# ---- spawn_scheduler_flat ----
### src/rtl/spawn_scheduler_if.sv
// spawn_scheduler_if: request/grant bundle between the spawners and the scheduler
//   obs_req, ban_req : level requests from the obstacle and banana spawners
//   obs_gnt, ban_gnt : one-cycle grant pulses
//   lane             : granted lane code, 3'b000 when no grant is active
//   busy             : scheduler is outside IDLE
//   last_obs_lane    : lane of the most recent obstacle grant
interface spawn_scheduler_if;
    logic       obs_req;
    logic       ban_req;
    logic       obs_gnt;
    logic       ban_gnt;
    logic [2:0] lane;
    logic       busy;
    logic [2:0] last_obs_lane;
    modport master (output obs_req, ban_req, input obs_gnt, ban_gnt, lane, busy, last_obs_lane);
    modport slave  (input obs_req, ban_req, output obs_gnt, ban_gnt, lane, busy, last_obs_lane);
endinterface

### src/rtl/spawn_scheduler.sv
// spawn_scheduler: arbitrates obstacle/banana spawn requests and assigns a pseudo-random lane
//   clk   : rising-edge clock
//   reset : asynchronous active-high reset
//   bus   : spawn_scheduler_if.slave (requests in; grants, lane, busy, last_obs_lane out)
//   Define SPAWN_COLLISION_AVOID_EN to stop a banana from landing on the last obstacle lane.
module spawn_scheduler #(
    parameter logic [2:0] LFSR_SEED = 3'b011,
    parameter int         MIN_GAP   = 4
) (
    input logic clk,
    input logic reset,
    spawn_scheduler_if.slave bus
);
    typedef enum logic [2:0] {IDLE, DRAW, CHECK, GRANT, GAP} state_t;
    state_t     state, state_nx;
    logic [2:0] lfsr, cand, last_obs;
    logic [7:0] gap_cnt;
    logic       ptr, win_ban, pick_ban, retry, any_req;
    assign any_req  = bus.obs_req || bus.ban_req;
    // ptr high means the banana side holds priority on a tie
    assign pick_ban = bus.ban_req && (!bus.obs_req || ptr);
`ifdef SPAWN_COLLISION_AVOID_EN
    assign retry = win_ban && cand == last_obs && last_obs != 3'b000;
`else
    assign retry = 1'b0;
`endif
    always_ff @(posedge clk or posedge reset) begin
        if (reset)
            state <= IDLE;
        else
            state <= state_nx;
    end
    always_comb begin
        state_nx = state;
        case (state)
            IDLE:    state_nx = any_req ? DRAW : IDLE;
            DRAW:    state_nx = CHECK;
            CHECK:   state_nx = retry ? DRAW : GRANT;
            GRANT:   state_nx = GAP;
            GAP:     state_nx = gap_cnt == 8'd0 ? IDLE : GAP;
            default: state_nx = IDLE;
        endcase
    end
    always_comb begin
        bus.obs_gnt       = state == GRANT && !win_ban;
        bus.ban_gnt       = state == GRANT && win_ban;
        bus.lane          = state == GRANT ? cand : 3'b000;
        bus.busy          = state != IDLE;
        bus.last_obs_lane = last_obs;
    end
    always_ff @(posedge clk or posedge reset) begin
        if (reset) begin
            lfsr     <= LFSR_SEED;
            cand     <= 3'b000;
            last_obs <= 3'b000;
            gap_cnt  <= 8'd0;
            ptr      <= 1'b0;
            win_ban  <= 1'b0;
        end else begin
            lfsr <= {lfsr[0] ^ lfsr[1], lfsr[2], lfsr[1]};
            if (state == IDLE && any_req)
                win_ban <= pick_ban;
            if (state == DRAW)
                cand <= lfsr;
            if (state == GRANT) begin
                ptr     <= ~ptr;
                gap_cnt <= 8'(MIN_GAP - 1);
                if (!win_ban)
                    last_obs <= cand;
            end
            if (state == GAP && gap_cnt != 8'd0)
                gap_cnt <= gap_cnt - 8'd1;
        end
    end
endmodule
### src/flat_wrapper.sv
// flat-port wrapper written by rule: the top's interface ports become plain ports
module spawn_scheduler_flat 
#(
    parameter logic [2:0] LFSR_SEED = 3'b011,
    parameter int         MIN_GAP   = 4
)
  (clk, reset, bus_obs_req, bus_ban_req, bus_obs_gnt, bus_ban_gnt, bus_lane, bus_busy, bus_last_obs_lane);
  spawn_scheduler_if bus_i ();
  input logic clk;
  input logic reset;
  input wire logic [$bits(bus_i.obs_req)-1:0] bus_obs_req;
  input wire logic [$bits(bus_i.ban_req)-1:0] bus_ban_req;
  output wire logic [$bits(bus_i.obs_gnt)-1:0] bus_obs_gnt;
  output wire logic [$bits(bus_i.ban_gnt)-1:0] bus_ban_gnt;
  output wire logic [$bits(bus_i.lane)-1:0] bus_lane;
  output wire logic [$bits(bus_i.busy)-1:0] bus_busy;
  output wire logic [$bits(bus_i.last_obs_lane)-1:0] bus_last_obs_lane;
  assign bus_i.obs_req = bus_obs_req;
  assign bus_i.ban_req = bus_ban_req;
  assign bus_obs_gnt = bus_i.obs_gnt;
  assign bus_ban_gnt = bus_i.ban_gnt;
  assign bus_lane = bus_i.lane;
  assign bus_busy = bus_i.busy;
  assign bus_last_obs_lane = bus_i.last_obs_lane;
  spawn_scheduler #(.LFSR_SEED(LFSR_SEED), .MIN_GAP(MIN_GAP)) u_core (.clk(clk), .reset(reset), .bus(bus_i));
endmodule
### config.mk
export PLATFORM = sky130hd
export DESIGN_NAME = spawn_scheduler_flat
export DESIGN_NICKNAME = d
export VERILOG_FILES = /design/src/rtl/spawn_scheduler_if.sv /design/src/rtl/spawn_scheduler.sv /design/src/flat_wrapper.sv
export SDC_FILE = /design/constraint.sdc
export NUM_CORES = 1
export LEC_CHECK = 0
export CAP_MARGIN = 20
export CORE_ASPECT_RATIO = 0.9
export CORE_UTILIZATION = 41
export DETAILED_ROUTE_END_ITERATION = 7
export REMOVE_ABC_BUFFERS = 1
export SETUP_SLACK_MARGIN = 0.1
export SLEW_MARGIN = 30
export SYNTH_ARGS = -nofsm -noshare
export SYNTH_HDL_FRONTEND = slang
export SYNTH_SLANG_ARGS = --single-unit
### constraint.sdc
create_clock -name clk -period 2.3 [get_ports clk]
set_input_delay 0.46 -clock clk [delete_from_list [all_inputs] [get_ports clk]]
set_output_delay 0.46 -clock clk [all_outputs]
set_load 0.02 [all_outputs]
### Register map, names as in the netlist, spawn_scheduler_flat

(4 px per um) Other sequential cells in the stronger gray, the rest of the logic in the fainter gray.
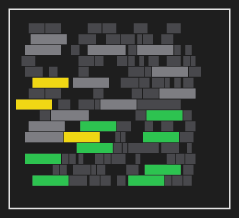
Key: u_core.cand = yellow [flops 3]; u_core.gap_cnt = green [flops 8]
Another 11 sequential cells are not colored.
register area: 554 um^2
Flop+latch power: 0.524 mW

### Nets reached from selected ports, spawn_scheduler_flat

(6 px per um)
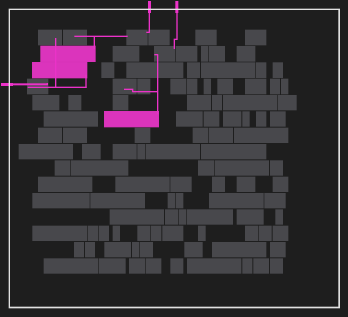
Key: bus_last_obs_lane = magenta [bits 3, direction output, edge 2 top, 1 left, end cells 3, buffers 3, wire 63.5 um]

==> flow_metrics.py <==
# Auto-generated metrics
metrics = {
    "outcome": {
        "outcome": "completed",
    },
    "synth": {
        "synthXorXnorAreaFrac_pct": 2.56,
        "synth.area.top_cells": "dfrtp_1, mux2_2, dfstp_2, nor3_1, and2_1",
        "synth.distinct_cells": 30,
        "synthFlopType": "dfrtp_1",
        "synth_top_area_share_pct": 48.8,
        "synthAoiAreaFrac_pct": 11.6,
        "numSynthFlops": 22,
        "largest_area_cell": "dfrtp_1",
    },
    "sta": {
        "drv_slew": 0,
        "grt_setup_unrepaired": "no",
    },
    "critical_path": {
        "r2r_slack_ps": 360,
        "required_ps": 1840,
        "cpMaxStageDelayCell": "or3_2",
        "endpoint": "bus_busy",
        "r2r_cells": 5,
    },
    "finish": {
        "clkCellAreaFrac_pct": 4.13,
        "mi_logic_area_um2": 450,
        "buf_share_pct": 12.9,
        "final_nets": 115,
    },
    "pwr": {
        "switching_share_pct": 32.6,
    },
    "floorplanning": {
        "die_width_um": 54.7,
        "initial_core_util_pct": 45.4,
    },
    "flow_run": {
        "drv_cap": 0,
    },
    "drt": {
        "wl_mm": 1.73,
        "dr_total_vias": 685,
    },
    "global_route": {
        "grt_usage_pct": 16.2,
        "grt_max_degree": 23,
        "grtUsageMet2_pct": 23.1,
    },
    "clocking": {
        "clk_pin_slew_ps": 110,
        "clockBufferDepth": 2,
        "clock_tree.root_cell": "clkbuf_4",
    },
    "placement": {
        "placedCellCount": 129,
    },
}
### I/O pins on the die edge, spawn_scheduler_flat

(4 px per um) Pins as bars across the die edge, other pins in gray.
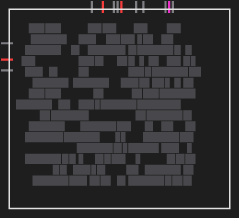
Key: bus_last_obs_lane = red [pins 3, direction output, edge 2 top, 1 left]; bus_ban_req = magenta [pins 1, direction input, edge top]
All pins by edge: 10 top, 3 left.

cells in the final DEF (no fill, tap or decap), drive strengths merged, types with 4 or more instances in the layout:
cell           count
dfrtp             20
clkdlybuf4s50      8
nor2               7
mux2               6
nor3               6
inv                5
buf                5
and2               4
o21ai              4
or3                4
worst register-to-register path: cells and delay by family, from the launching register on:
kind                   cells  cell delay [ps]
AND-OR/OR-AND              2              740
AND/OR/NAND/NOR            2              550
flip-flops                 1              400
buffers and inverters      1              150

# ---- riscv_regfile_sb ----
### Congestion heat map, riscv_regfile_sb

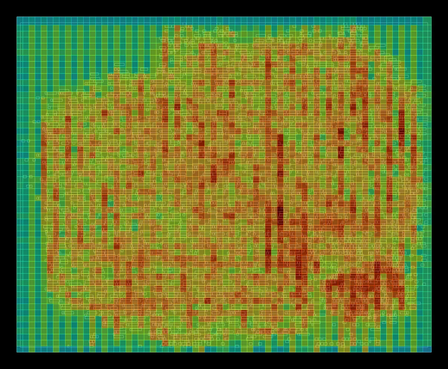
### I/O pins on the die edge, riscv_regfile_sb

(0.5 px per um) Pins as bars across the die edge, other pins in gray.
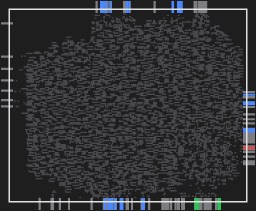
--- config.mk ---
export PLATFORM = sky130hd
export DESIGN_NAME = riscv_regfile_sb
export DESIGN_NICKNAME = d
export VERILOG_FILES = /design/src/rtl/riscv_regfile_sb.sv
export SDC_FILE = /design/constraint.sdc
export NUM_CORES = 2
export LEC_CHECK = 0
export CAP_MARGIN = 20
export CORE_AREA = 4 4 468 378
export DETAILED_ROUTE_END_ITERATION = 7
export DIE_AREA = 0 0 472 382
export GPL_ROUTABILITY_DRIVEN = 1
export PLACE_DENSITY = 0.48
export SYNTH_ARGS = -nofsm -noshare
export SYNTH_HDL_FRONTEND = slang
export SYNTH_SLANG_ARGS = --single-unit
--- constraint.sdc ---
create_clock -name clock -period 5.62 [get_ports clock]
set_input_delay 0.562 -clock clock [delete_from_list [all_inputs] [get_ports clock]]
set_output_delay 0.562 -clock clock [all_outputs]
set_load 0.02 [all_outputs]
--- src/rtl/riscv_regfile_sb.sv ---
// Integer register file with a per-register busy scoreboard. It issues operands to the EXU
// one cycle after an accept and takes EXU writebacks, which clear the busy bit.
module riscv_regfile_sb #(
    parameter int unsigned BYPASS = 1
) (
    input  logic        clock,
    input  logic        reset,
    input  logic        issue_vld,
    output logic        issue_rdy,
    input  logic [4:0]  issue_rs1,
    input  logic [4:0]  issue_rs2,
    input  logic [4:0]  issue_rd,
    input  logic        issue_rd_en,
    output logic        disp_vld,
    output logic [31:0] rs1_data,
    output logic [31:0] rs2_data,
    input  logic        wb_en,
    input  logic [4:0]  wb_rd,
    input  logic [31:0] wb_data,
    output logic [31:0] busy,
    output logic        sb_err
);

    logic [31:0] regs [32];
    logic [31:0] eb;
    logic [31:0] busy_nxt;
    logic [31:0] rs1_val;
    logic [31:0] rs2_val;
    logic        wb_fwd;
    logic        accept;

    assign wb_fwd = (BYPASS != 0) && wb_en && (wb_rd != '0);

    // A register being written back this cycle is usable by the issuing instruction when forwarding is on
    always_comb begin
        eb = busy;
        if (wb_fwd) eb[wb_rd] = 1'b0;
    end

    assign issue_rdy = ~reset & ~eb[issue_rs1] & ~eb[issue_rs2] & ~(issue_rd_en & eb[issue_rd]);
    assign accept    = issue_vld & issue_rdy;

    always_comb begin
        rs1_val = regs[issue_rs1];
        if (issue_rs1 == '0)                    rs1_val = '0;
        else if (wb_fwd && wb_rd == issue_rs1)  rs1_val = wb_data;
        rs2_val = regs[issue_rs2];
        if (issue_rs2 == '0)                    rs2_val = '0;
        else if (wb_fwd && wb_rd == issue_rs2)  rs2_val = wb_data;
    end

    // Clear before set: a register released and re-reserved in the same cycle stays busy
    always_comb begin
        busy_nxt = busy;
        if (wb_en) busy_nxt[wb_rd] = 1'b0;
        if (accept && issue_rd_en && issue_rd != '0) busy_nxt[issue_rd] = 1'b1;
        busy_nxt[0] = 1'b0;
    end

    always_ff @(posedge clock) begin
        if (reset) begin
            for (int unsigned i = 0; i < 32; i++) regs[i] <= '0;
            busy     <= '0;
            disp_vld <= 1'b0;
            rs1_data <= '0;
            rs2_data <= '0;
            sb_err   <= 1'b0;
        end else begin
            busy     <= busy_nxt;
            disp_vld <= accept;
            if (accept) begin
                rs1_data <= rs1_val;
                rs2_data <= rs2_val;
            end
            if (wb_en && wb_rd != '0) begin
                regs[wb_rd] <= wb_data;
                if (!busy[wb_rd]) sb_err <= 1'b1;
            end
        end
    end

endmodule
==> flow_metrics.py <==
# Auto-generated metrics
metrics = {
    "outcome": {
        "outcome": "completed",
    },
    "clocking": {
        "h-tree-depth": 3,
        "post-cts-setup-buffers": 0,
        "insertion_delay_ps": 760,
        "cts_buffers": 121,
    },
    "drt": {
        "dr_total_vias": 37300,
        "met2_length_mm": 104,
        "antenna_left": 0,
    },
    "synth": {
        "synth.mux.area_fraction_pct": 26.8,
        "synthAoiAreaFrac_pct": 2.60,
        "ys_cells": 3914,
        "yosys_area_um2": 59900,
        "yosys.area_share.simple_pct": 12.9,
        "numSynthFlops": 1121,
        "common_cells": "edfxtp_1, and2_1, mux4_2, clkbuf_1, nand2_1",
        "syn-cell-area_um2": 59900,
        "synthCells": 3914,
    },
    "sta": {
        "fin_crit_sh_pct": 92.0,
        "fmax_ghz": 0.194,
        "tns_ps": 0,
        "grt_setup_unrepaired": "no",
    },
    "critical_path": {
        "startpoint": "wb_rd[3]",
        "critPathArrivalTime_ps": 4610,
        "critPathKind": "in2out",
        "start_kind": "primary input",
        "r2r-start": "busy[9]$_SDFF_PP0_",
        "required_ps": 5060,
        "r2r_end": "rs1_data[18]$_SDFFE_PP0P_",
        "cpMaxStageDelayCell": "clkdlybuf4s50_1",
    },
    "floorplanning": {
        "dieArea_um2": 180000,
    },
    "global_route": {
        "grtUsageMet1_pct": 36.5,
        "grt_max_degree": 97,
        "gr-total-overflow": 0,
    },
    "finish": {
        "final_nets": 4010,
        "fillCellCount": 15500,
        "sh_seq_area_pct": 47.4,
        "logic_gates": 2378,
        "seq_cell_count": 1121,
    },
    "placement": {
        "placed_cell_area_um2": 64800,
    },
    "worst_hold_path": {
        "min_from": "reset",
    },
    "pwr": {
        "powerDensity_nw_per_um2": 303,
    },
}
About 'Congestion heat map' of riscv_regfile_sb:
final core utilization: 40.2%
gr busiest metal: met2
Total GRT Usage: 24.7%

About 'I/O pins on the die edge' of riscv_regfile_sb:
Key: issue_rd = green [pins 5, direction input, edge bottom]; rs2_data = blue [pins 32, direction output, edge 17 top, 10 bottom, 5 right]; issue_vld = red [pins 1, direction input, edge right]
All pins by edge: 67 bottom, 44 top, 38 right, 7 left.
die width: 472 um
input/output buffers: 154
die height: 382 um

per-stage QoR:
step           std cells  utilization, %
6_report            6350            40.2
3_5_place_dp        6101            37.8
2_1_floorplan       3946               -
4_1_cts             6330            40.1
5_1_grt             6337            40.2
3_3_place_gp        6097            37.7
state kept, by name, indices dropped and copies added, names as in the netlist:
name and count:
regs 1024, rs1_data 32, rs2_data 32, busy 31
disp_vld 1, sb_err 1
report_power, final:
group / leakage, nW / internal [mW] / switching [mW] / total (mW)
clock: 1.95 / 4.69 / 3.55 / 8.24
combinational: 10.8 / 1.25 / 1.59 / 2.84
sequential: 10.6 / 9.59 / 0.248 / 9.84

# ---- digi_ota_cal_ctrl ----
### Nets reached from selected ports, digi_ota_cal_ctrl

(6 px per um)
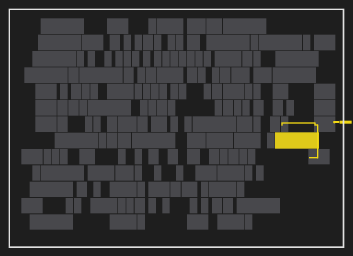
### Metal layers overlaid, digi_ota_cal_ctrl

(6 px per um)
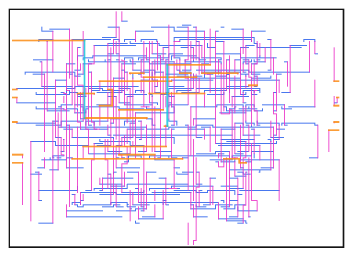
`src/rtl/digi_ota_pkg.sv`:
```
// Shared types and defaults for the OTA offset-calibration sequencer.
package digi_ota_pkg;

    typedef enum logic [1:0] {
        ST_IDLE   = 2'd0,
        ST_SETTLE = 2'd1,
        ST_SAMPLE = 2'd2,
        ST_DECIDE = 2'd3
    } cal_state_t;

    localparam int TRIM_W_DEF     = 6;
    localparam int SETTLE_CYC_DEF = 4;
    localparam int VOTES_DEF      = 3;

    // Mid-scale trim code: only the MSB set.
    function automatic int mid_code(input int w);
        return 1 << (w - 1);
    endfunction

endpackage

```
`src/rtl/digi_ota_cmp_sync.sv`:
```
// Two-flop synchronizer for the asynchronous comparator output, reset to 0.
module digi_ota_cmp_sync (
    input  logic i_clk,
    input  logic i_rst,
    input  logic i_d,
    output logic o_q
);

    logic r_meta;
    logic r_q;

    always_ff @(posedge i_clk) begin
        if (i_rst) begin
            r_meta <= 1'b0;
            r_q    <= 1'b0;
        end else begin
            r_meta <= i_d;
            r_q    <= r_meta;
        end
    end

    assign o_q = r_q;

endmodule

```
`src/rtl/digi_ota_cal_ctrl.sv`:
```
// SAR offset-trim sequencer: settle, majority-vote the comparator, decide one
// trim bit per step, then freeze the code and enable the OTA output buffer.
module digi_ota_cal_ctrl
    import digi_ota_pkg::*;
#(
    parameter int TRIM_W     = TRIM_W_DEF,
    parameter int SETTLE_CYC = SETTLE_CYC_DEF,
    parameter int VOTES      = VOTES_DEF
) (
    input  logic              i_clk,
    input  logic              i_rst,
    input  logic              i_start,
    input  logic              i_abort,
    input  logic              i_cmp_out,
    output logic [TRIM_W-1:0] o_trim,
    output logic              o_cal_mode,
    output logic              o_out_en,
    output logic              o_busy,
    output logic              o_done
);

    localparam int IDX_W  = (TRIM_W > 1) ? $clog2(TRIM_W) : 1;
    localparam int VOTE_W = $clog2(VOTES + 1);
    localparam int CNT_MAX = (SETTLE_CYC > VOTES) ? SETTLE_CYC : VOTES;
    localparam int CNT_W  = (CNT_MAX > 1) ? $clog2(CNT_MAX) : 1;

    localparam logic [TRIM_W-1:0] MID         = TRIM_W'(mid_code(TRIM_W));
    localparam logic [IDX_W-1:0]  IDX_TOP     = IDX_W'(TRIM_W - 1);
    localparam logic [CNT_W-1:0]  SETTLE_LAST = CNT_W'(SETTLE_CYC - 1);
    localparam logic [CNT_W-1:0]  SAMPLE_LAST = CNT_W'(VOTES - 1);
    localparam logic [VOTE_W-1:0] MAJORITY    = VOTE_W'((VOTES + 1) / 2);

    cal_state_t        r_state;
    logic [TRIM_W-1:0] r_trim;
    logic [IDX_W-1:0]  r_idx;
    logic [CNT_W-1:0]  r_cnt;
    logic [VOTE_W-1:0] r_votes;
    logic              r_cal_mode;
    logic              r_out_en;
    logic              r_busy;
    logic              r_done;
    logic              w_cmp_s;

    digi_ota_cmp_sync u_cmp_sync (
        .i_clk (i_clk),
        .i_rst (i_rst),
        .i_d   (i_cmp_out),
        .o_q   (w_cmp_s)
    );

    // r_cnt is shared: settle cycles in SETTLE, samples taken in SAMPLE.
    always_ff @(posedge i_clk) begin
        if (i_rst) begin
            r_state    <= ST_IDLE;
            r_trim     <= MID;
            r_idx      <= '0;
            r_cnt      <= '0;
            r_votes    <= '0;
            r_cal_mode <= 1'b0;
            r_out_en   <= 1'b0;
            r_busy     <= 1'b0;
            r_done     <= 1'b0;
        end else if (i_abort && (r_state != ST_IDLE)) begin
            r_state    <= ST_IDLE;
            r_trim     <= MID;
            r_idx      <= '0;
            r_cnt      <= '0;
            r_votes    <= '0;
            r_cal_mode <= 1'b0;
            r_out_en   <= 1'b0;
            r_busy     <= 1'b0;
            r_done     <= 1'b0;
        end else begin
            case (r_state)
                ST_IDLE: begin
                    if (i_start && !i_abort) begin
                        r_state    <= ST_SETTLE;
                        r_idx      <= IDX_TOP;
                        r_trim     <= MID;
                        r_cnt      <= '0;
                        r_votes    <= '0;
                        r_cal_mode <= 1'b1;
                        r_out_en   <= 1'b0;
                        r_busy     <= 1'b1;
                        r_done     <= 1'b0;
                    end
                end
                ST_SETTLE: begin
                    if (r_cnt == SETTLE_LAST) begin
                        r_cnt   <= '0;
                        r_state <= ST_SAMPLE;
                    end else begin
                        r_cnt <= r_cnt + CNT_W'(1);
                    end
                end
                ST_SAMPLE: begin
                    r_votes <= r_votes + VOTE_W'(w_cmp_s);
                    if (r_cnt == SAMPLE_LAST) begin
                        r_cnt   <= '0;
                        r_state <= ST_DECIDE;
                    end else begin
                        r_cnt <= r_cnt + CNT_W'(1);
                    end
                end
                ST_DECIDE: begin
                    r_votes <= '0;
                    // Comparator high means trim too low: keep the trial bit.
                    if (r_votes < MAJORITY) begin
                        r_trim[r_idx] <= 1'b0;
                    end
                    if (r_idx != '0) begin
                        r_trim[r_idx - IDX_W'(1)] <= 1'b1;
                        r_idx   <= r_idx - IDX_W'(1);
                        r_state <= ST_SETTLE;
                    end else begin
                        r_state    <= ST_IDLE;
                        r_cal_mode <= 1'b0;
                        r_out_en   <= 1'b1;
                        r_busy     <= 1'b0;
                        r_done     <= 1'b1;
                    end
                end
                default: r_state <= ST_IDLE;
            endcase
        end
    end

    assign o_trim     = r_trim;
    assign o_cal_mode = r_cal_mode;
    assign o_out_en   = r_out_en;
    assign o_busy     = r_busy;
    assign o_done     = r_done;

endmodule

```
`config.mk`:
```
export PLATFORM = sky130hd
export DESIGN_NAME = digi_ota_cal_ctrl
export DESIGN_NICKNAME = d
export VERILOG_FILES = /design/src/rtl/digi_ota_pkg.sv /design/src/rtl/digi_ota_cmp_sync.sv /design/src/rtl/digi_ota_cal_ctrl.sv
export SDC_FILE = /design/constraint.sdc
export NUM_CORES = 1
export LEC_CHECK = 0
export ABC_AREA = 1
export CAP_MARGIN = 0
export CORE_ASPECT_RATIO = 0.7
export CORE_UTILIZATION = 58
export DETAILED_ROUTE_END_ITERATION = 8
export GPL_ROUTABILITY_DRIVEN = 0
export PLACE_DENSITY = 0.83
export SKIP_LAST_GASP = 1
export SYNTH_ARGS = -nofsm -noshare
export SYNTH_HDL_FRONTEND = slang
export SYNTH_SLANG_ARGS = --single-unit
```
`constraint.sdc`:
```
create_clock -name i_clk -period 3.22 [get_ports i_clk]
set_clock_uncertainty 0.1 [all_clocks]
set_input_delay 0.322 -clock i_clk [delete_from_list [all_inputs] [get_ports i_clk]]
set_output_delay 0.322 -clock i_clk [all_outputs]
set_load 0.01 [all_outputs]
```
==> flow_metrics.py <==
# Auto-generated metrics
metrics = {
    "synth": {
        "numSynthFlops": 19,
        "syn-cell-area_um2": 1160,
        "largest_area_cell": "dfxtp_1",
        "synthXorXnorAreaFrac_pct": 1.51,
        "synth.mux.area_fraction_pct": 0,
        "top_cell": "nand2_1",
    },
    "sta": {
        "drv_slew": 0,
        "fmax_ghz": 0.493,
        "timing.hold.ws_ps": 326,
        "period_needed_ps": 2030,
    },
    "placement": {
        "dp_slack_ps": 1250,
    },
    "drt": {
        "dr_total_vias": 1063,
        "vias_per_cell": 5.40,
    },
    "critical_path": {
        "cp-end-kind": "register",
        "endpoint": "r_idx[1]$_SDFFE_PP0P_",
        "crit_family": "AND-OR/OR-AND gates",
        "required_ps": 3300,
        "critPathKind": "reg2reg",
        "critPathArrivalTime_ps": 2110,
    },
    "clocking": {
        "post-cts-setup-buffers": 0,
        "clk_pin_slew_ps": 110,
        "cts_hold_buffers": 0,
        "insertion_delay_ps": 300,
        "cts_buffers": 3,
    },
    "finish": {
        "nNonClkInverters": 21,
        "logic_gates": 117,
        "stdcell_area_um2": 1310,
        "stdcell_count": 197,
        "drive_gt1_share_pct": 7.43,
    },
    "floorplanning": {
        "taps": 22,
    },
    "global_route": {
        "antenna_found_initial": 0,
        "grt_pass1_wl_mm": 3.76,
    },
    "outcome": {
        "outcome": "completed",
    },
}
## Picture notes: 'Nets reached from selected ports' of digi_ota_cal_ctrl
Key: o_busy = yellow [bits 1, direction output, edge right, end cells 1, buffers 1, wire 14.3 um]

## Picture notes: 'Metal layers overlaid' of digi_ota_cal_ctrl
Key: metal 4 = cyan [wire length 23.1 um]; metal 2 = magenta [wire length 1120 um]; metal 3 = orange [wire length 138 um]; metal 1 = blue [wire length 1080 um]

==> metal layers <==
layer	up-vias	GRT usage [%]	routed length [um]
met4	0	10.0	23
met1	480	27.2	1080
li1	538	-	-
met5	-	0	0
met2	41	42.5	1120
met3	4	6.27	138
==> where the power goes <==
part | leakage, nW | internal, mW | switching, mW
clock network | 0.0177 | 0.0464 | 0.0755
logic | 0.366 | 0.209 | 0.385
registers | 0.155 | 0.277 | 0.0423

# ---- avalon_sample_fifo ----
### I/O pins on the die edge, avalon_sample_fifo

(1 px per um) Pins as bars across the die edge, other pins in gray.
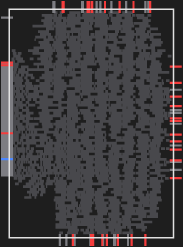
### Register map, names as in the netlist, avalon_sample_fifo

(1 px per um) Other sequential cells in the stronger gray, the rest of the logic in the fainter gray.
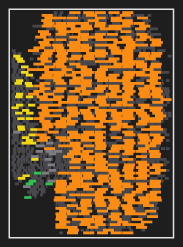
==> src/rtl/cordic_bus_pkg.sv <==
// Shared register-map constants and sample helpers for the Nios-facing CORDIC accumulate front end.
package cordic_bus_pkg;

  localparam logic ADDR_DATA = 1'b0;
  localparam logic ADDR_CTRL = 1'b1;

  localparam int STAT_RESULT_READY = 0;
  localparam int STAT_EMPTY        = 1;
  localparam int STAT_FULL         = 2;
  localparam int STAT_CORE_BUSY    = 3;
  localparam int STAT_COUNT_LSB    = 8;
  localparam int STAT_DROP_LSB     = 24;

  localparam int FP_EXP_MSB = 30;
  localparam int FP_EXP_LSB = 23;

  // All-ones exponent marks NaN or +/-Inf in IEEE-754 single precision.
  function automatic logic is_nonfinite(input logic [31:0] value);
    return &value[FP_EXP_MSB:FP_EXP_LSB];
  endfunction

endpackage

==> src/rtl/avalon_sample_fifo_sync_fifo.sv <==
// Synchronous FIFO with flush; head word is visible combinationally.
module sync_fifo #(
  parameter int DEPTH  = 16,
  parameter int DATA_W = 32,
  parameter int CNT_W  = $clog2(DEPTH) + 1
) (
  input  logic              clk,
  input  logic              reset_n,
  input  logic              push,
  input  logic [DATA_W-1:0] push_data,
  input  logic              pop,
  input  logic              flush,
  output logic [DATA_W-1:0] head_data,
  output logic              full,
  output logic              empty,
  output logic [CNT_W-1:0]  count
);

  localparam int PTR_W = $clog2(DEPTH);

  logic [DATA_W-1:0] mem [DEPTH];
  logic [PTR_W-1:0]  wr_ptr;
  logic [PTR_W-1:0]  rd_ptr;
  logic              do_push;
  logic              do_pop;

  assign full      = (count == CNT_W'(DEPTH));
  assign empty     = (count == '0);
  // Full is judged on the current count, so a pop in the same cycle does not make room.
  assign do_push   = push && !full && !flush;
  assign do_pop    = pop && !empty && !flush;
  assign head_data = mem[rd_ptr];

  always_ff @(posedge clk) begin
    if (!reset_n || flush) begin
      wr_ptr <= '0;
      rd_ptr <= '0;
      count  <= '0;
    end else begin
      if (do_push) wr_ptr <= wr_ptr + 1'b1;
      if (do_pop)  rd_ptr <= rd_ptr + 1'b1;
      if (do_push && !do_pop)      count <= count + 1'b1;
      else if (do_pop && !do_push) count <= count - 1'b1;
    end
  end

  always_ff @(posedge clk) begin
    if (reset_n && do_push) mem[wr_ptr] <= push_data;
  end

endmodule

==> src/rtl/avalon_sample_fifo.sv <==
// Avalon-MM slave buffering float32 samples for the CORDIC accumulate core and returning its result.
// Optional SAMPLE_CHECK_EN: drop non-finite samples and count them in status[31:24].
module avalon_sample_fifo
  import cordic_bus_pkg::*;
#(
  parameter int DEPTH  = 16,
  parameter int DATA_W = 32,
  parameter int CNT_W  = $clog2(DEPTH) + 1
) (
  input  logic              clk,
  input  logic              reset_n,
  input  logic              address,
  input  logic              write,
  input  logic              read,
  input  logic [31:0]       writedata,
  output logic [31:0]       readdata,
  output logic              waitrequest,
  output logic              readdatavalid,
  output logic              out_valid,
  input  logic              out_ready,
  output logic [DATA_W-1:0] out_data,
  output logic              acc_clear,
  input  logic              core_busy,
  input  logic [DATA_W-1:0] res_data
);

  logic             fifo_full;
  logic             fifo_empty;
  logic [CNT_W-1:0] fifo_count;
  logic             ctrl_wr;
  logic             data_wr;
  logic             rd_req;
  logic             sample_ok;
  logic             wr_stall;
  logic             rd_stall;
  logic             rd_accept;
  logic [7:0]       drop_cnt;
  logic [7:0]       count8;
  logic [31:0]      status;

  // A write always wins over a simultaneous read.
  assign ctrl_wr = write && (address == ADDR_CTRL);
  assign data_wr = write && (address == ADDR_DATA);
  assign rd_req  = read && !write;

`ifdef SAMPLE_CHECK_EN
  logic bad_sample;

  // Rejected samples never occupy a slot, so they are never stalled either.
  assign bad_sample = data_wr && is_nonfinite(writedata);
  assign sample_ok  = !bad_sample;

  always_ff @(posedge clk) begin
    if (!reset_n || ctrl_wr) begin
      drop_cnt <= '0;
    end else if (bad_sample && (drop_cnt != 8'hff)) begin
      drop_cnt <= drop_cnt + 8'd1;
    end
  end
`else
  assign sample_ok = 1'b1;
  assign drop_cnt  = '0;
`endif

  sync_fifo #(
    .DEPTH  (DEPTH),
    .DATA_W (DATA_W),
    .CNT_W  (CNT_W)
  ) u_fifo (
    .clk       (clk),
    .reset_n   (reset_n),
    .push      (data_wr && sample_ok),
    .push_data (writedata[DATA_W-1:0]),
    .pop       (out_ready),
    .flush     (ctrl_wr),
    .head_data (out_data),
    .full      (fifo_full),
    .empty     (fifo_empty),
    .count     (fifo_count)
  );

  assign out_valid = !fifo_empty;

  // The result is only meaningful once every sample has left the FIFO and the core.
  assign wr_stall    = data_wr && sample_ok && fifo_full;
  assign rd_stall    = rd_req && (address == ADDR_DATA) &&
                       (!fifo_empty || core_busy || acc_clear);
  assign waitrequest = wr_stall || rd_stall;
  assign rd_accept   = rd_req && !rd_stall;

  assign count8 = 8'(fifo_count);

  always_comb begin
    status                              = '0;
    status[STAT_RESULT_READY]           = fifo_empty && !core_busy;
    status[STAT_EMPTY]                  = fifo_empty;
    status[STAT_FULL]                   = fifo_full;
    status[STAT_CORE_BUSY]              = core_busy;
    status[STAT_COUNT_LSB +: 8]         = count8;
    status[STAT_DROP_LSB +: 8]          = drop_cnt;
  end

  always_ff @(posedge clk) begin
    if (!reset_n) begin
      readdata      <= '0;
      readdatavalid <= 1'b0;
      acc_clear     <= 1'b0;
    end else begin
      acc_clear     <= ctrl_wr;
      readdatavalid <= rd_accept;
      if (rd_accept) begin
        readdata <= (address == ADDR_DATA) ? 32'(res_data) : status;
      end
    end
  end

endmodule

==> config.mk <==
export PLATFORM = sky130hd
export DESIGN_NAME = avalon_sample_fifo
export DESIGN_NICKNAME = d
export VERILOG_FILES = /design/src/rtl/cordic_bus_pkg.sv /design/src/rtl/avalon_sample_fifo_sync_fifo.sv /design/src/rtl/avalon_sample_fifo.sv
export SDC_FILE = /design/constraint.sdc
export NUM_CORES = 1
export LEC_CHECK = 0
export CAP_MARGIN = 30
export CORE_ASPECT_RATIO = 1.4
export CORE_UTILIZATION = 59
export CTS_CLUSTER_DIAMETER = 120
export DETAILED_ROUTE_END_ITERATION = 6
export PLACE_DENSITY = 0.8
export SLEW_MARGIN = 20
export SYNTH_ARGS = -nofsm -noshare
export SYNTH_HDL_FRONTEND = slang
export SYNTH_SLANG_ARGS = --single-unit
==> constraint.sdc <==
create_clock -name clk -period 5.17 [get_ports clk]
set_clock_uncertainty 0.15 [all_clocks]
set_input_delay 1.034 -clock clk [delete_from_list [all_inputs] [get_ports clk]]
set_output_delay 1.034 -clock clk [all_outputs]
set_load 0.02 [all_outputs]
==> flow_metrics.py <==
# Auto-generated metrics
metrics = {
    "drt": {
        "firstDrtPassIters": 5,
        "drc_errors": 0,
        "routedWlPerCell_um": 27.3,
        "route.met3.wl_mm": 3.42,
        "wl_mm": 46.1,
    },
    "outcome": {
        "outcome": "completed",
    },
    "pwr": {
        "static-leakage-power_nw": 7.94,
        "powerComb_mw": 1.85,
        "switching_share_pct": 24.0,
        "pwr-share-clk_pct": 34.0,
        "p_sw_mw": 2.55,
    },
    "clocking": {
        "cts_num_sinks": 563,
        "cts_resized": 0,
        "insertion_delay_ps": 560,
        "clk_pin_slew_ps": 60,
    },
    "floorplanning": {
        "dieArea_um2": 36900,
        "initial_core_util_pct": 59.7,
    },
    "finish": {
        "buf_share_pct": 6.95,
        "layout.cells.most_common_list": "edfxtp_1, clkdlybuf4s50_1, mux4_2",
        "stdcell_area_um2": 25100,
        "sh_seq_area_pct": 65.3,
        "utilization_pct": 70.3,
        "antenna_cells": 0,
        "drive_gt1_share_pct": 21.6,
        "logic_gates": 397,
    },
    "global_route": {
        "gr-total-overflow": 0,
        "use_met3_pct": 4.79,
        "grt_max_degree": 53,
        "grt_usage_pct": 25.8,
    },
    "placement": {
        "placed_cell_area_um2": 23500,
    },
    "critical_path": {
        "r2r-start": "u_fifo.count[0]$_SDFFE_PP0P_",
        "r2r_slack_ps": 1970,
        "critical_path_depth": 5,
    },
    "worst_hold_path": {
        "hp-class": "reg2reg",
    },
    "sta": {
        "timing.hold.ws_ps": 312,
        "setup_viol": 0,
        "fin_crit_sh_pct": 85.3,
        "period_needed_ps": 4410,
    },
    "synth": {
        "largest_area_cell": "edfxtp_1",
        "syn-num-nets": 1106,
        "postSynth.asyncResetShare_pct": 0,
    },
}
Notes on 'I/O pins on the die edge' of avalon_sample_fifo above:
Key: waitrequest = blue [pins 1, direction output, edge left]; out_data = red [pins 32, direction output, edge 11 right, 10 top, 8 bottom, 3 left]

Notes on 'Register map, names as in the netlist' of avalon_sample_fifo above:
Key: readdata = yellow [flops 32, where left middle]; u_fifo.mem = orange [flops 512]; u_fifo.count = green [flops 5, where bottom left]
Another 14 sequential cells are not colored.

cell families after synthesis:
family                   count (synthesis)
buffers and inverters                   65
AND-OR/OR-AND                          128
flip-flops                             563
adder cells (fa/ha/maj)                 10
XOR/XNOR                                 6
multiplexers                           132
AND/OR/NAND/NOR                        121
registers in the layout, summed over array words and instances, names as in the netlist, named ones only:
name	flops
u_fifo.mem	512
readdata	32
u_fifo.count	5
u_fifo.rd_ptr	4
u_fifo.wr_ptr	4
acc_clear	1
readdatavalid	1

# ---- simmem_delay_tracker ----
**src/rtl/simmem_delay_tracker.sv**
```systemverilog
// simmem_delay_tracker: holds (id, delay) pairs in slots and releases each id once its delay has elapsed
module simmem_delay_tracker #(
  parameter int IdWidth    = 4,
  parameter int DelayWidth = 6,
  parameter int NumSlots   = 8,
  localparam int CntW      = $clog2(NumSlots + 1),
  localparam int IdxW      = $clog2(NumSlots)
) (
  input  logic                  clk_i,
  input  logic                  rst_ni,
  input  logic [IdWidth-1:0]    local_identifier_i,
  input  logic [DelayWidth-1:0] delay_i,
  input  logic                  in_valid_i,
  output logic                  in_ready_o,
  output logic [IdWidth-1:0]    local_identifier_o,
  output logic                  out_valid_o,
  input  logic                  out_ready_i,
  output logic [CntW-1:0]       slots_used_o
);
  logic [NumSlots-1:0]   occ;
  logic [IdWidth-1:0]    ids [NumSlots];
  logic [DelayWidth-1:0] cnt [NumSlots];
  logic                  locked;
  logic [IdxW-1:0]       lock_idx;
  logic [IdxW-1:0]       exp_idx;
  logic [IdxW-1:0]       free_idx;
  logic [IdxW-1:0]       sel;
  logic                  any_exp;
  logic                  accept;
  logic                  rel;
  // Priority pick of the lowest expired slot and the lowest free slot; descending scan lets low indices win
  always_comb begin
    exp_idx  = '0;
    free_idx = '0;
    any_exp  = 1'b0;
    for (int i = NumSlots - 1; i >= 0; i--) begin
      if (occ[i] && cnt[i] == '0) begin
        exp_idx = IdxW'(i);
        any_exp = 1'b1;
      end
      if (!occ[i]) free_idx = IdxW'(i);
    end
  end
  // A stalled release pins the selection so the presented id cannot change under backpressure
  assign sel                = locked ? lock_idx : exp_idx;
  assign out_valid_o        = locked | any_exp;
  assign local_identifier_o = out_valid_o ? ids[sel] : '0;
  assign in_ready_o         = ~&occ;
  assign accept             = in_valid_i && in_ready_o;
  assign rel                = out_valid_o && out_ready_i;
  // Slot storage: allocate on accept, free on release, count occupied slots down to zero
  always_ff @(posedge clk_i or negedge rst_ni) begin
    if (!rst_ni) begin
      occ <= '0;
      for (int i = 0; i < NumSlots; i++) begin
        ids[i] <= '0;
        cnt[i] <= '0;
      end
    end else begin
      for (int i = 0; i < NumSlots; i++) begin
        if (accept && free_idx == IdxW'(i)) begin
          occ[i] <= 1'b1;
          ids[i] <= local_identifier_i;
          cnt[i] <= delay_i;
        end else begin
          if (rel && sel == IdxW'(i)) occ[i] <= 1'b0;
          if (occ[i] && cnt[i] != '0) cnt[i] <= cnt[i] - DelayWidth'(1);
        end
      end
    end
  end
  // Output lock: set while the downstream stalls a valid release, cleared by the release itself
  always_ff @(posedge clk_i or negedge rst_ni) begin
    if (!rst_ni) begin
      locked   <= 1'b0;
      lock_idx <= '0;
    end else if (rel) begin
      locked <= 1'b0;
    end else if (out_valid_o) begin
      locked   <= 1'b1;
      lock_idx <= sel;
    end
  end
  // Occupancy count tracks accepts minus releases
  always_ff @(posedge clk_i or negedge rst_ni) begin
    if (!rst_ni) slots_used_o <= '0;
    else if (accept && !rel) slots_used_o <= slots_used_o + CntW'(1);
    else if (rel && !accept) slots_used_o <= slots_used_o - CntW'(1);
  end
endmodule
```
**config.mk**
```make
export PLATFORM = sky130hd
export DESIGN_NAME = simmem_delay_tracker
export DESIGN_NICKNAME = d
export VERILOG_FILES = /design/src/rtl/simmem_delay_tracker.sv
export SDC_FILE = /design/constraint.sdc
export NUM_CORES = 1
export LEC_CHECK = 0
export ABC_AREA = 1
export CAP_MARGIN = 30
export CORE_MARGIN = 5
export CORE_UTILIZATION = 65
export CTS_CLUSTER_DIAMETER = 60
export CTS_CLUSTER_SIZE = 16
export DETAILED_ROUTE_END_ITERATION = 8
export PLACE_DENSITY = 0.85
export SLEW_MARGIN = 10
export SYNTH_ARGS = -nofsm -noshare
export SYNTH_HDL_FRONTEND = slang
export SYNTH_SLANG_ARGS = --single-unit
export TNS_END_PERCENT = 30
```
**constraint.sdc**
```tcl
create_clock -name clk_i -period 6.7 [get_ports clk_i]
set_input_delay 1.675 -clock clk_i [delete_from_list [all_inputs] [get_ports clk_i]]
set_output_delay 1.675 -clock clk_i [all_outputs]
set_load 0.005 [all_outputs]
```
### I/O pins on the die edge, simmem_delay_tracker

(3 px per um) Pins as bars across the die edge, other pins in gray.
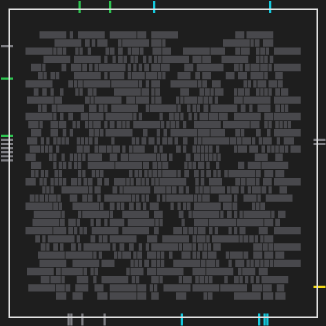
Key: delay_i = cyan [pins 6, direction input, edge 4 bottom, 2 top]; rst_ni = yellow [pins 1, direction input, edge right]; local_identifier_i = green [pins 4, direction input, edge 2 top, 2 left]

### Register map, names as in the netlist, simmem_delay_tracker

(3 px per um) Other sequential cells in the stronger gray, the rest of the logic in the fainter gray.
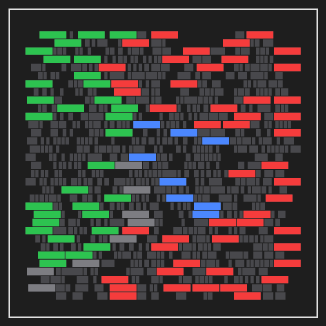
Key: occ = blue [flops 8, where middle]; ids = green [flops 32]; cnt = red [flops 48]
Another 8 sequential cells are not colored.
final core utilization: 72.1%
register area: 2400 um^2

==> flow_metrics.py <==
# Auto-generated metrics
metrics = {
    "synth": {
        "ys_cells": 696,
        "numSynthFlops": 96,
        "syn-num-nets": 728,
        "ys_seq_share_pct": 43.5,
        "synthXorXnorAreaFrac_pct": 5.56,
        "synth.area.top_cells": "dfrtp_1, nand2_1, inv_1, o21ai_0, o221ai_1",
        "yosys_area_um2": 5520,
        "synth.distinct_cells": 31,
        "yosys.area_share.adder_pct": 4.22,
        "syn_avg_cell_area_um2": 7.93,
        "postSynth.asyncResetShare_pct": 100,
        "edf_count": 0,
        "syn-cell-area_um2": 5520,
    },
    "finish": {
        "nNonClkInverters": 99,
        "layout.area.top_class": "multi-input combinational cells",
        "sh_seq_area_pct": 40.4,
        "clkCellAreaFrac_pct": 2.78,
        "reg.largest.list": "cnt: 48 flops, ids: 32 flops, occ: 8 flops",
        "antenna_cells": 0,
        "largest_reg_flops": 48,
    },
    "pwr": {
        "powerDensity_nw_per_um2": 548,
        "p_sw_mw": 1.51,
        "powerComb_mw": 1.83,
        "top_power_group": "combinational logic",
    },
    "worst_hold_path": {
        "worstHoldEndpoint": "ids[9]$_DFFE_PN0P_",
        "holdPathStages": 2,
        "min_from": "ids[9]$_DFFE_PN0P_",
    },
    "drt": {
        "drc_errors": 0,
    },
    "outcome": {
        "outcome": "completed",
    },
    "clocking": {
        "h-tree-depth": 3,
        "cts_buffers": 9,
        "post-cts-setup-buffers": 0,
        "insertion_delay_ps": 370,
    },
    "critical_path": {
        "r2r-start": "cnt[36]$_DFFE_PN0P_",
        "r2r_slack_ps": 3560,
        "r2r_cells": 20,
        "r2r_end": "slots_used_o[3]$_DFFE_PN0P_",
        "start_kind": "register",
    },
    "floorplanning": {
        "num_io_pins": 24,
        "taps": 105,
    },
    "sta": {
        "skew_ps": 10.3,
        "setup_viol": 0,
    },
    "global_route": {
        "antenna_found_initial": 0,
    },
    "placement": {
        "place_hpwl_mm": 9.44,
    },
}
[per-layer routing]
layer / part of all wire [%] / vias to the layer above / global-route usage (%)
li1: - / 2321 / -
met1: 43 / 2331 / 35.3
met2: 48 / 136 / 45.0
met3: 5.6 / 30 / 3.89
met4: 2.8 / 0 / 10.9
met5: 0 / - / 0
[worst max-delay path, stage by stage (launching register included)]
cell	delay, ps
dfrtp_1	380
inv_1	90
ha_1	190
nand3_1	130
nor3_1	220
nand2_1	150
nand2_2	110
nand2_4	110
nand2_4	220
inv_2	130
nand3_1	110
nand2_1	60
nor2_1	120
nor2_1	50
nor2_1	90
clkdlybuf4s50_1	510

# ---- clkdiv_multi_flat ----
File: src/rtl/clkdiv_pkg.sv
// Shared constants and divisor clamp helper for the multi-channel clock divider.
// Widths vary per instance, so the helper works on a wide carrier type.
package clkdiv_pkg;

    localparam int MIN_DIV = 2;
    localparam int WIDE_W  = 64;

    typedef logic [WIDE_W-1:0] wide_t;

    function automatic wide_t clamp_div(wide_t v);
        return (v < wide_t'(MIN_DIV)) ? wide_t'(MIN_DIV) : v;
    endfunction

endpackage

File: src/rtl/clkdiv_multi_if.sv
// Control/status bundle of clkdiv_multi. CLKDIV_DUTY_EN adds the duty_val field.
interface clkdiv_multi_if #(
    parameter int CHANNELS = 4,
    parameter int CNT_W    = 32,
    parameter int SEL_W    = (CHANNELS > 1) ? $clog2(CHANNELS) : 1
);
    logic                ckena;
    logic [CHANNELS-1:0] ch_en;
    logic                div_wr;
    logic [SEL_W-1:0]    div_sel;
    logic [CNT_W-1:0]    div_val;
`ifdef CLKDIV_DUTY_EN
    logic [CNT_W-1:0]    duty_val;
`endif
    logic [CHANNELS-1:0] ckout;
    logic [CHANNELS-1:0] tick;

`ifdef CLKDIV_DUTY_EN
    modport master (output ckena, ch_en, div_wr, div_sel, div_val, duty_val,
                    input  ckout, tick);
    modport slave  (input  ckena, ch_en, div_wr, div_sel, div_val, duty_val,
                    output ckout, tick);
`else
    modport master (output ckena, ch_en, div_wr, div_sel, div_val,
                    input  ckout, tick);
    modport slave  (input  ckena, ch_en, div_wr, div_sel, div_val,
                    output ckout, tick);
`endif

endinterface

File: src/rtl/clkdiv_chan.sv
// One divider channel: active/pending divisor, period counter, registered ckout and tick.
// CLKDIV_DUTY_EN adds a programmable high time (hi) with the same boundary rules as per.
module clkdiv_chan
    import clkdiv_pkg::*;
#(
    parameter int CNT_W       = 32,
    parameter int DEFAULT_DIV = 50
) (
    input  logic             clock,
    input  logic             reset,
    input  logic             ckena_i,
    input  logic             en_i,
    input  logic             wr_i,
    input  logic [CNT_W-1:0] val_i,
`ifdef CLKDIV_DUTY_EN
    input  logic [CNT_W-1:0] duty_i,
`endif
    output logic             ckout_o,
    output logic             tick_o
);

    typedef logic [CNT_W-1:0] cnt_t;

    localparam cnt_t DEF_PER = cnt_t'(DEFAULT_DIV);

    cnt_t per_q, pend_q, cnt_q;
    logic pend_v_q, ckout_q, tick_q;
    cnt_t wval, per_nxt, cnt_inc, thr_cur, thr_nxt;
    logic wrap;

`ifdef CLKDIV_DUTY_EN
    localparam cnt_t DEF_HI = cnt_t'(DEFAULT_DIV / 2);
    cnt_t hi_q, pend_hi_q, hi_nxt;
`endif

    always_comb begin
        wval    = cnt_t'(clamp_div(wide_t'(val_i)));
        wrap    = (cnt_q == per_q - cnt_t'(1));
        cnt_inc = cnt_q + cnt_t'(1);
        per_nxt = pend_v_q ? pend_q : per_q;
`ifdef CLKDIV_DUTY_EN
        hi_nxt  = pend_v_q ? pend_hi_q : hi_q;
        thr_cur = (hi_q < per_q) ? hi_q : per_q;
        thr_nxt = (hi_nxt < per_nxt) ? hi_nxt : per_nxt;
`else
        thr_cur = per_q >> 1;
        thr_nxt = per_nxt >> 1;
`endif
    end

    always_ff @(posedge clock or posedge reset) begin
        if (reset) begin
            per_q     <= DEF_PER;
            pend_q    <= DEF_PER;
            pend_v_q  <= 1'b0;
            cnt_q     <= DEF_PER - cnt_t'(1);
            ckout_q   <= 1'b0;
            tick_q    <= 1'b0;
`ifdef CLKDIV_DUTY_EN
            hi_q      <= DEF_HI;
            pend_hi_q <= DEF_HI;
`endif
        end else if (!en_i) begin
            // Disabled: park one short of wrap so re-enable starts a fresh period at once.
            tick_q  <= 1'b0;
            ckout_q <= 1'b0;
            if (wr_i) begin
                per_q    <= wval;
                pend_v_q <= 1'b0;
                cnt_q    <= wval - cnt_t'(1);
`ifdef CLKDIV_DUTY_EN
                hi_q     <= duty_i;
`endif
            end else begin
                cnt_q <= per_q - cnt_t'(1);
            end
        end else begin
            if (!ckena_i) begin
                tick_q <= 1'b0;
            end else if (wrap) begin
                cnt_q    <= '0;
                per_q    <= per_nxt;
                pend_v_q <= 1'b0;
                ckout_q  <= (thr_nxt != '0);
                tick_q   <= 1'b1;
`ifdef CLKDIV_DUTY_EN
                hi_q     <= hi_nxt;
`endif
            end else begin
                cnt_q   <= cnt_inc;
                ckout_q <= (cnt_inc < thr_cur);
                tick_q  <= 1'b0;
            end
            // A write on the wrap edge lands in pend and waits for the next boundary.
            if (wr_i) begin
                pend_q    <= wval;
                pend_v_q  <= 1'b1;
`ifdef CLKDIV_DUTY_EN
                pend_hi_q <= duty_i;
`endif
            end
        end
    end

    assign ckout_o = ckout_q;
    assign tick_o  = tick_q;

endmodule

File: src/rtl/clkdiv_multi.sv
// N-channel programmable clock-enable/divider: decodes divisor writes, one clkdiv_chan per channel.
// Optional CLKDIV_DUTY_EN adds a per-channel programmable high time.
module clkdiv_multi
    import clkdiv_pkg::*;
#(
    parameter int CHANNELS    = 4,
    parameter int CNT_W       = 32,
    parameter int DEFAULT_DIV = 50
) (
    input  logic          clock,
    input  logic          reset,
    clkdiv_multi_if.slave bus
);

    localparam int SEL_W = (CHANNELS > 1) ? $clog2(CHANNELS) : 1;

    logic [CHANNELS-1:0] wr_vec;
    logic [CHANNELS-1:0] ckout_w;
    logic [CHANNELS-1:0] tick_w;

    // Indices past CHANNELS-1 match nothing, so such writes are dropped.
    always_comb begin
        wr_vec = '0;
        for (int i = 0; i < CHANNELS; i++) begin
            if (bus.div_wr && (bus.div_sel == SEL_W'(i))) wr_vec[i] = 1'b1;
        end
    end

    for (genvar g = 0; g < CHANNELS; g++) begin : g_chan
        clkdiv_chan #(
            .CNT_W       (CNT_W),
            .DEFAULT_DIV (DEFAULT_DIV)
        ) u_chan (
            .clock   (clock),
            .reset   (reset),
            .ckena_i (bus.ckena),
            .en_i    (bus.ch_en[g]),
            .wr_i    (wr_vec[g]),
            .val_i   (bus.div_val),
`ifdef CLKDIV_DUTY_EN
            .duty_i  (bus.duty_val),
`endif
            .ckout_o (ckout_w[g]),
            .tick_o  (tick_w[g])
        );
    end

    assign bus.ckout = ckout_w;
    assign bus.tick  = tick_w;

endmodule

File: src/flat_wrapper.sv
// flat-port wrapper written by rule: the top's interface ports become plain ports
module clkdiv_multi_flat import clkdiv_pkg::*;
#(
    parameter int CHANNELS    = 4,
    parameter int CNT_W       = 32,
    parameter int DEFAULT_DIV = 50
)
  (clock, reset, bus_ckena, bus_ch_en, bus_div_wr, bus_div_sel, bus_div_val, bus_ckout, bus_tick);
  clkdiv_multi_if #(.CHANNELS(CHANNELS), .CNT_W(CNT_W), .SEL_W(2)) bus_i ();
  input  logic clock;
  input  logic reset;
  input wire logic [$bits(bus_i.ckena)-1:0] bus_ckena;
  input wire logic [$bits(bus_i.ch_en)-1:0] bus_ch_en;
  input wire logic [$bits(bus_i.div_wr)-1:0] bus_div_wr;
  input wire logic [$bits(bus_i.div_sel)-1:0] bus_div_sel;
  input wire logic [$bits(bus_i.div_val)-1:0] bus_div_val;
  output wire logic [$bits(bus_i.ckout)-1:0] bus_ckout;
  output wire logic [$bits(bus_i.tick)-1:0] bus_tick;
  assign bus_i.ckena = bus_ckena;
  assign bus_i.ch_en = bus_ch_en;
  assign bus_i.div_wr = bus_div_wr;
  assign bus_i.div_sel = bus_div_sel;
  assign bus_i.div_val = bus_div_val;
  assign bus_ckout = bus_i.ckout;
  assign bus_tick = bus_i.tick;
  clkdiv_multi #(.CHANNELS(CHANNELS), .CNT_W(CNT_W), .DEFAULT_DIV(DEFAULT_DIV)) u_core (.clock(clock), .reset(reset), .bus(bus_i));
endmodule
File: config.mk
export PLATFORM = sky130hd
export DESIGN_NAME = clkdiv_multi_flat
export DESIGN_NICKNAME = d
export VERILOG_FILES = /design/src/rtl/clkdiv_pkg.sv /design/src/rtl/clkdiv_multi_if.sv /design/src/rtl/clkdiv_chan.sv /design/src/rtl/clkdiv_multi.sv /design/src/flat_wrapper.sv
export SDC_FILE = /design/constraint.sdc
export NUM_CORES = 2
export LEC_CHECK = 0
export CAP_MARGIN = 10
export CELL_PAD_IN_SITES_DETAIL_PLACEMENT = 1
export CELL_PAD_IN_SITES_GLOBAL_PLACEMENT = 1
export CORE_MARGIN = 5
export CORE_UTILIZATION = 44
export DETAILED_ROUTE_END_ITERATION = 8
export DONT_BUFFER_PORTS = 1
export PLACE_DENSITY_LB_ADDON = 0.1
export SLEW_MARGIN = 5
export SYNTH_ARGS = -nofsm -noshare
export SYNTH_HDL_FRONTEND = slang
export SYNTH_HIERARCHICAL = 1
export SYNTH_SLANG_ARGS = --single-unit
export TNS_END_PERCENT = 50
File: constraint.sdc
create_clock -name clock -period 4.05 [get_ports clock]
set_input_delay 0.6075 -clock clock [delete_from_list [all_inputs] [get_ports clock]]
set_output_delay 0.6075 -clock clock [all_outputs]
set_load 0.005 [all_outputs]
==> flow_metrics.py <==
# Auto-generated metrics
metrics = {
    "global_route": {
        "globalRoute.busiestLayer": "met2",
    },
    "critical_path": {
        "crit_path_max_fanout": 6,
        "r2r-start": "u_core/g_chan[3].u_chan/per_q[3]$_DFFE_PP0P_",
        "required_ps": 4550,
        "cp-end-kind": "register",
    },
    "worst_hold_path": {
        "min_from": "bus_ch_en[0]",
    },
    "pwr": {
        "p_sw_mw": 7.61,
        "pg_seq_mw": 6.14,
    },
    "finish": {
        "final.clkbuf_count": 67,
        "nNonClkInverters": 216,
        "sh_seq_area_pct": 25.1,
        "drive_gt1_share_pct": 16.4,
    },
    "floorplanning": {
        "fp-row-count": 103,
    },
    "outcome": {
        "outcome": "completed",
    },
    "drt": {
        "firstDrtPassIters": 5,
    },
}
-- critical path: cells and delay by family (launching register included) --
family	cells	cell delay, ps
xor gates and xnor gates	1	200
and+or+nand+nor	7	2310
buffers and inverters	4	770
DFF	1	450
AOI/OAI and AO/OA	1	120
-- timing repair --
action / 4_1_cts / 5_1_grt
hold buffers: 2 / 0
endpoints found under the hold margin: 36 / 0
pin swaps: 0 / 11
setup endpoints to repair: 4 / 186
buffers inserted: 0 / 2
resized: 1 / 60
cloned: 0 / 1
### Nets reached from selected ports, clkdiv_multi_flat

(1 px per um)
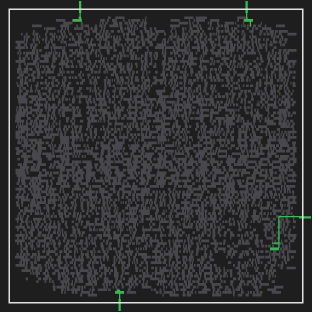
Key: bus_ckout = green [bits 4, direction output, edge 2 top, 1 bottom, 1 right, end cells 4, buffers 0, wire 114 um]
I/O Pins: 50
input/output buffers: 0

### Congestion heat map, clkdiv_multi_flat

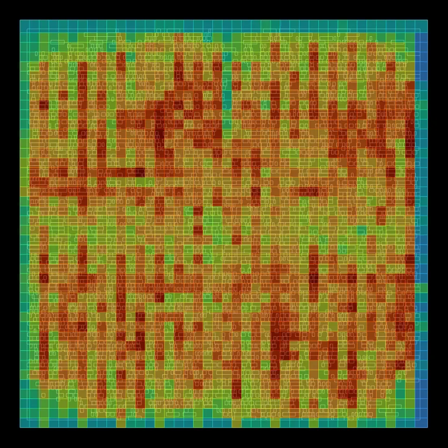
final core utilization: 50.3%
routed len/inst: 28.0 um
Total GRT Usage: 33.6%
met1 Use GR: 44.5%

### I/O pins on the die edge, clkdiv_multi_flat

(1 px per um) Pins as bars across the die edge, other pins in gray.
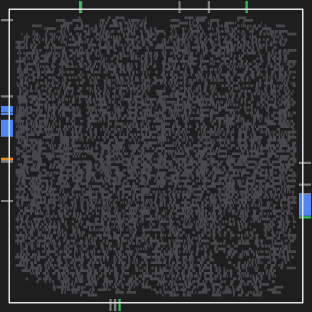
Key: bus_div_wr = orange [pins 1, direction input, edge left]; bus_div_val = blue [pins 32, direction input, edge 17 left, 15 right]; bus_ckout = green [pins 4, direction output, edge 2 top, 1 bottom, 1 right]



==> notes/layouts.md <==
Pictures saved along the way, in no particular order.

Metal layers overlaid.
image #1
(6 px per um)
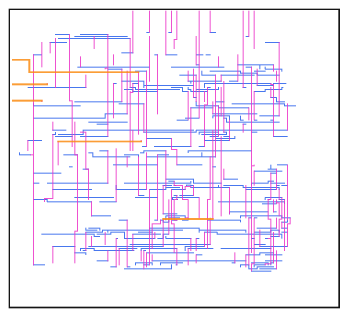
image #2
(1 px per um)
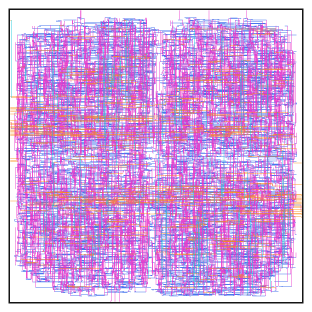
image #3
(4 px per um)
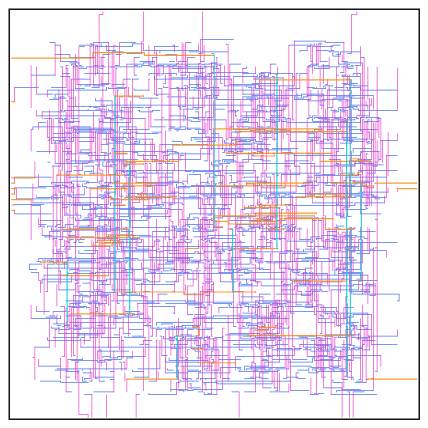
image #4
(1.5 px per um)
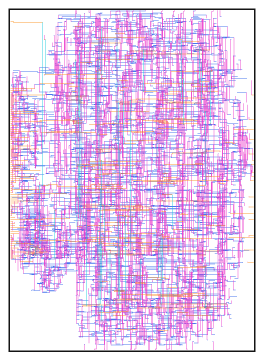
image #5
(1 px per um)
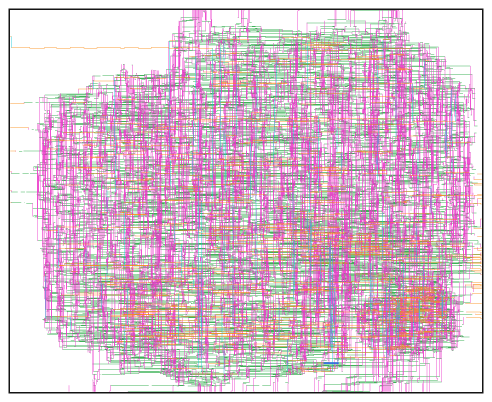
riscv_regfile_sb -> image #5
avalon_sample_fifo -> image #4
spawn_scheduler_flat -> image #1
simmem_delay_tracker -> image #3
clkdiv_multi_flat -> image #2
The one with the largest die is image #5.

Power figures rest on the tool's default switching activity, not on a simulated workload.
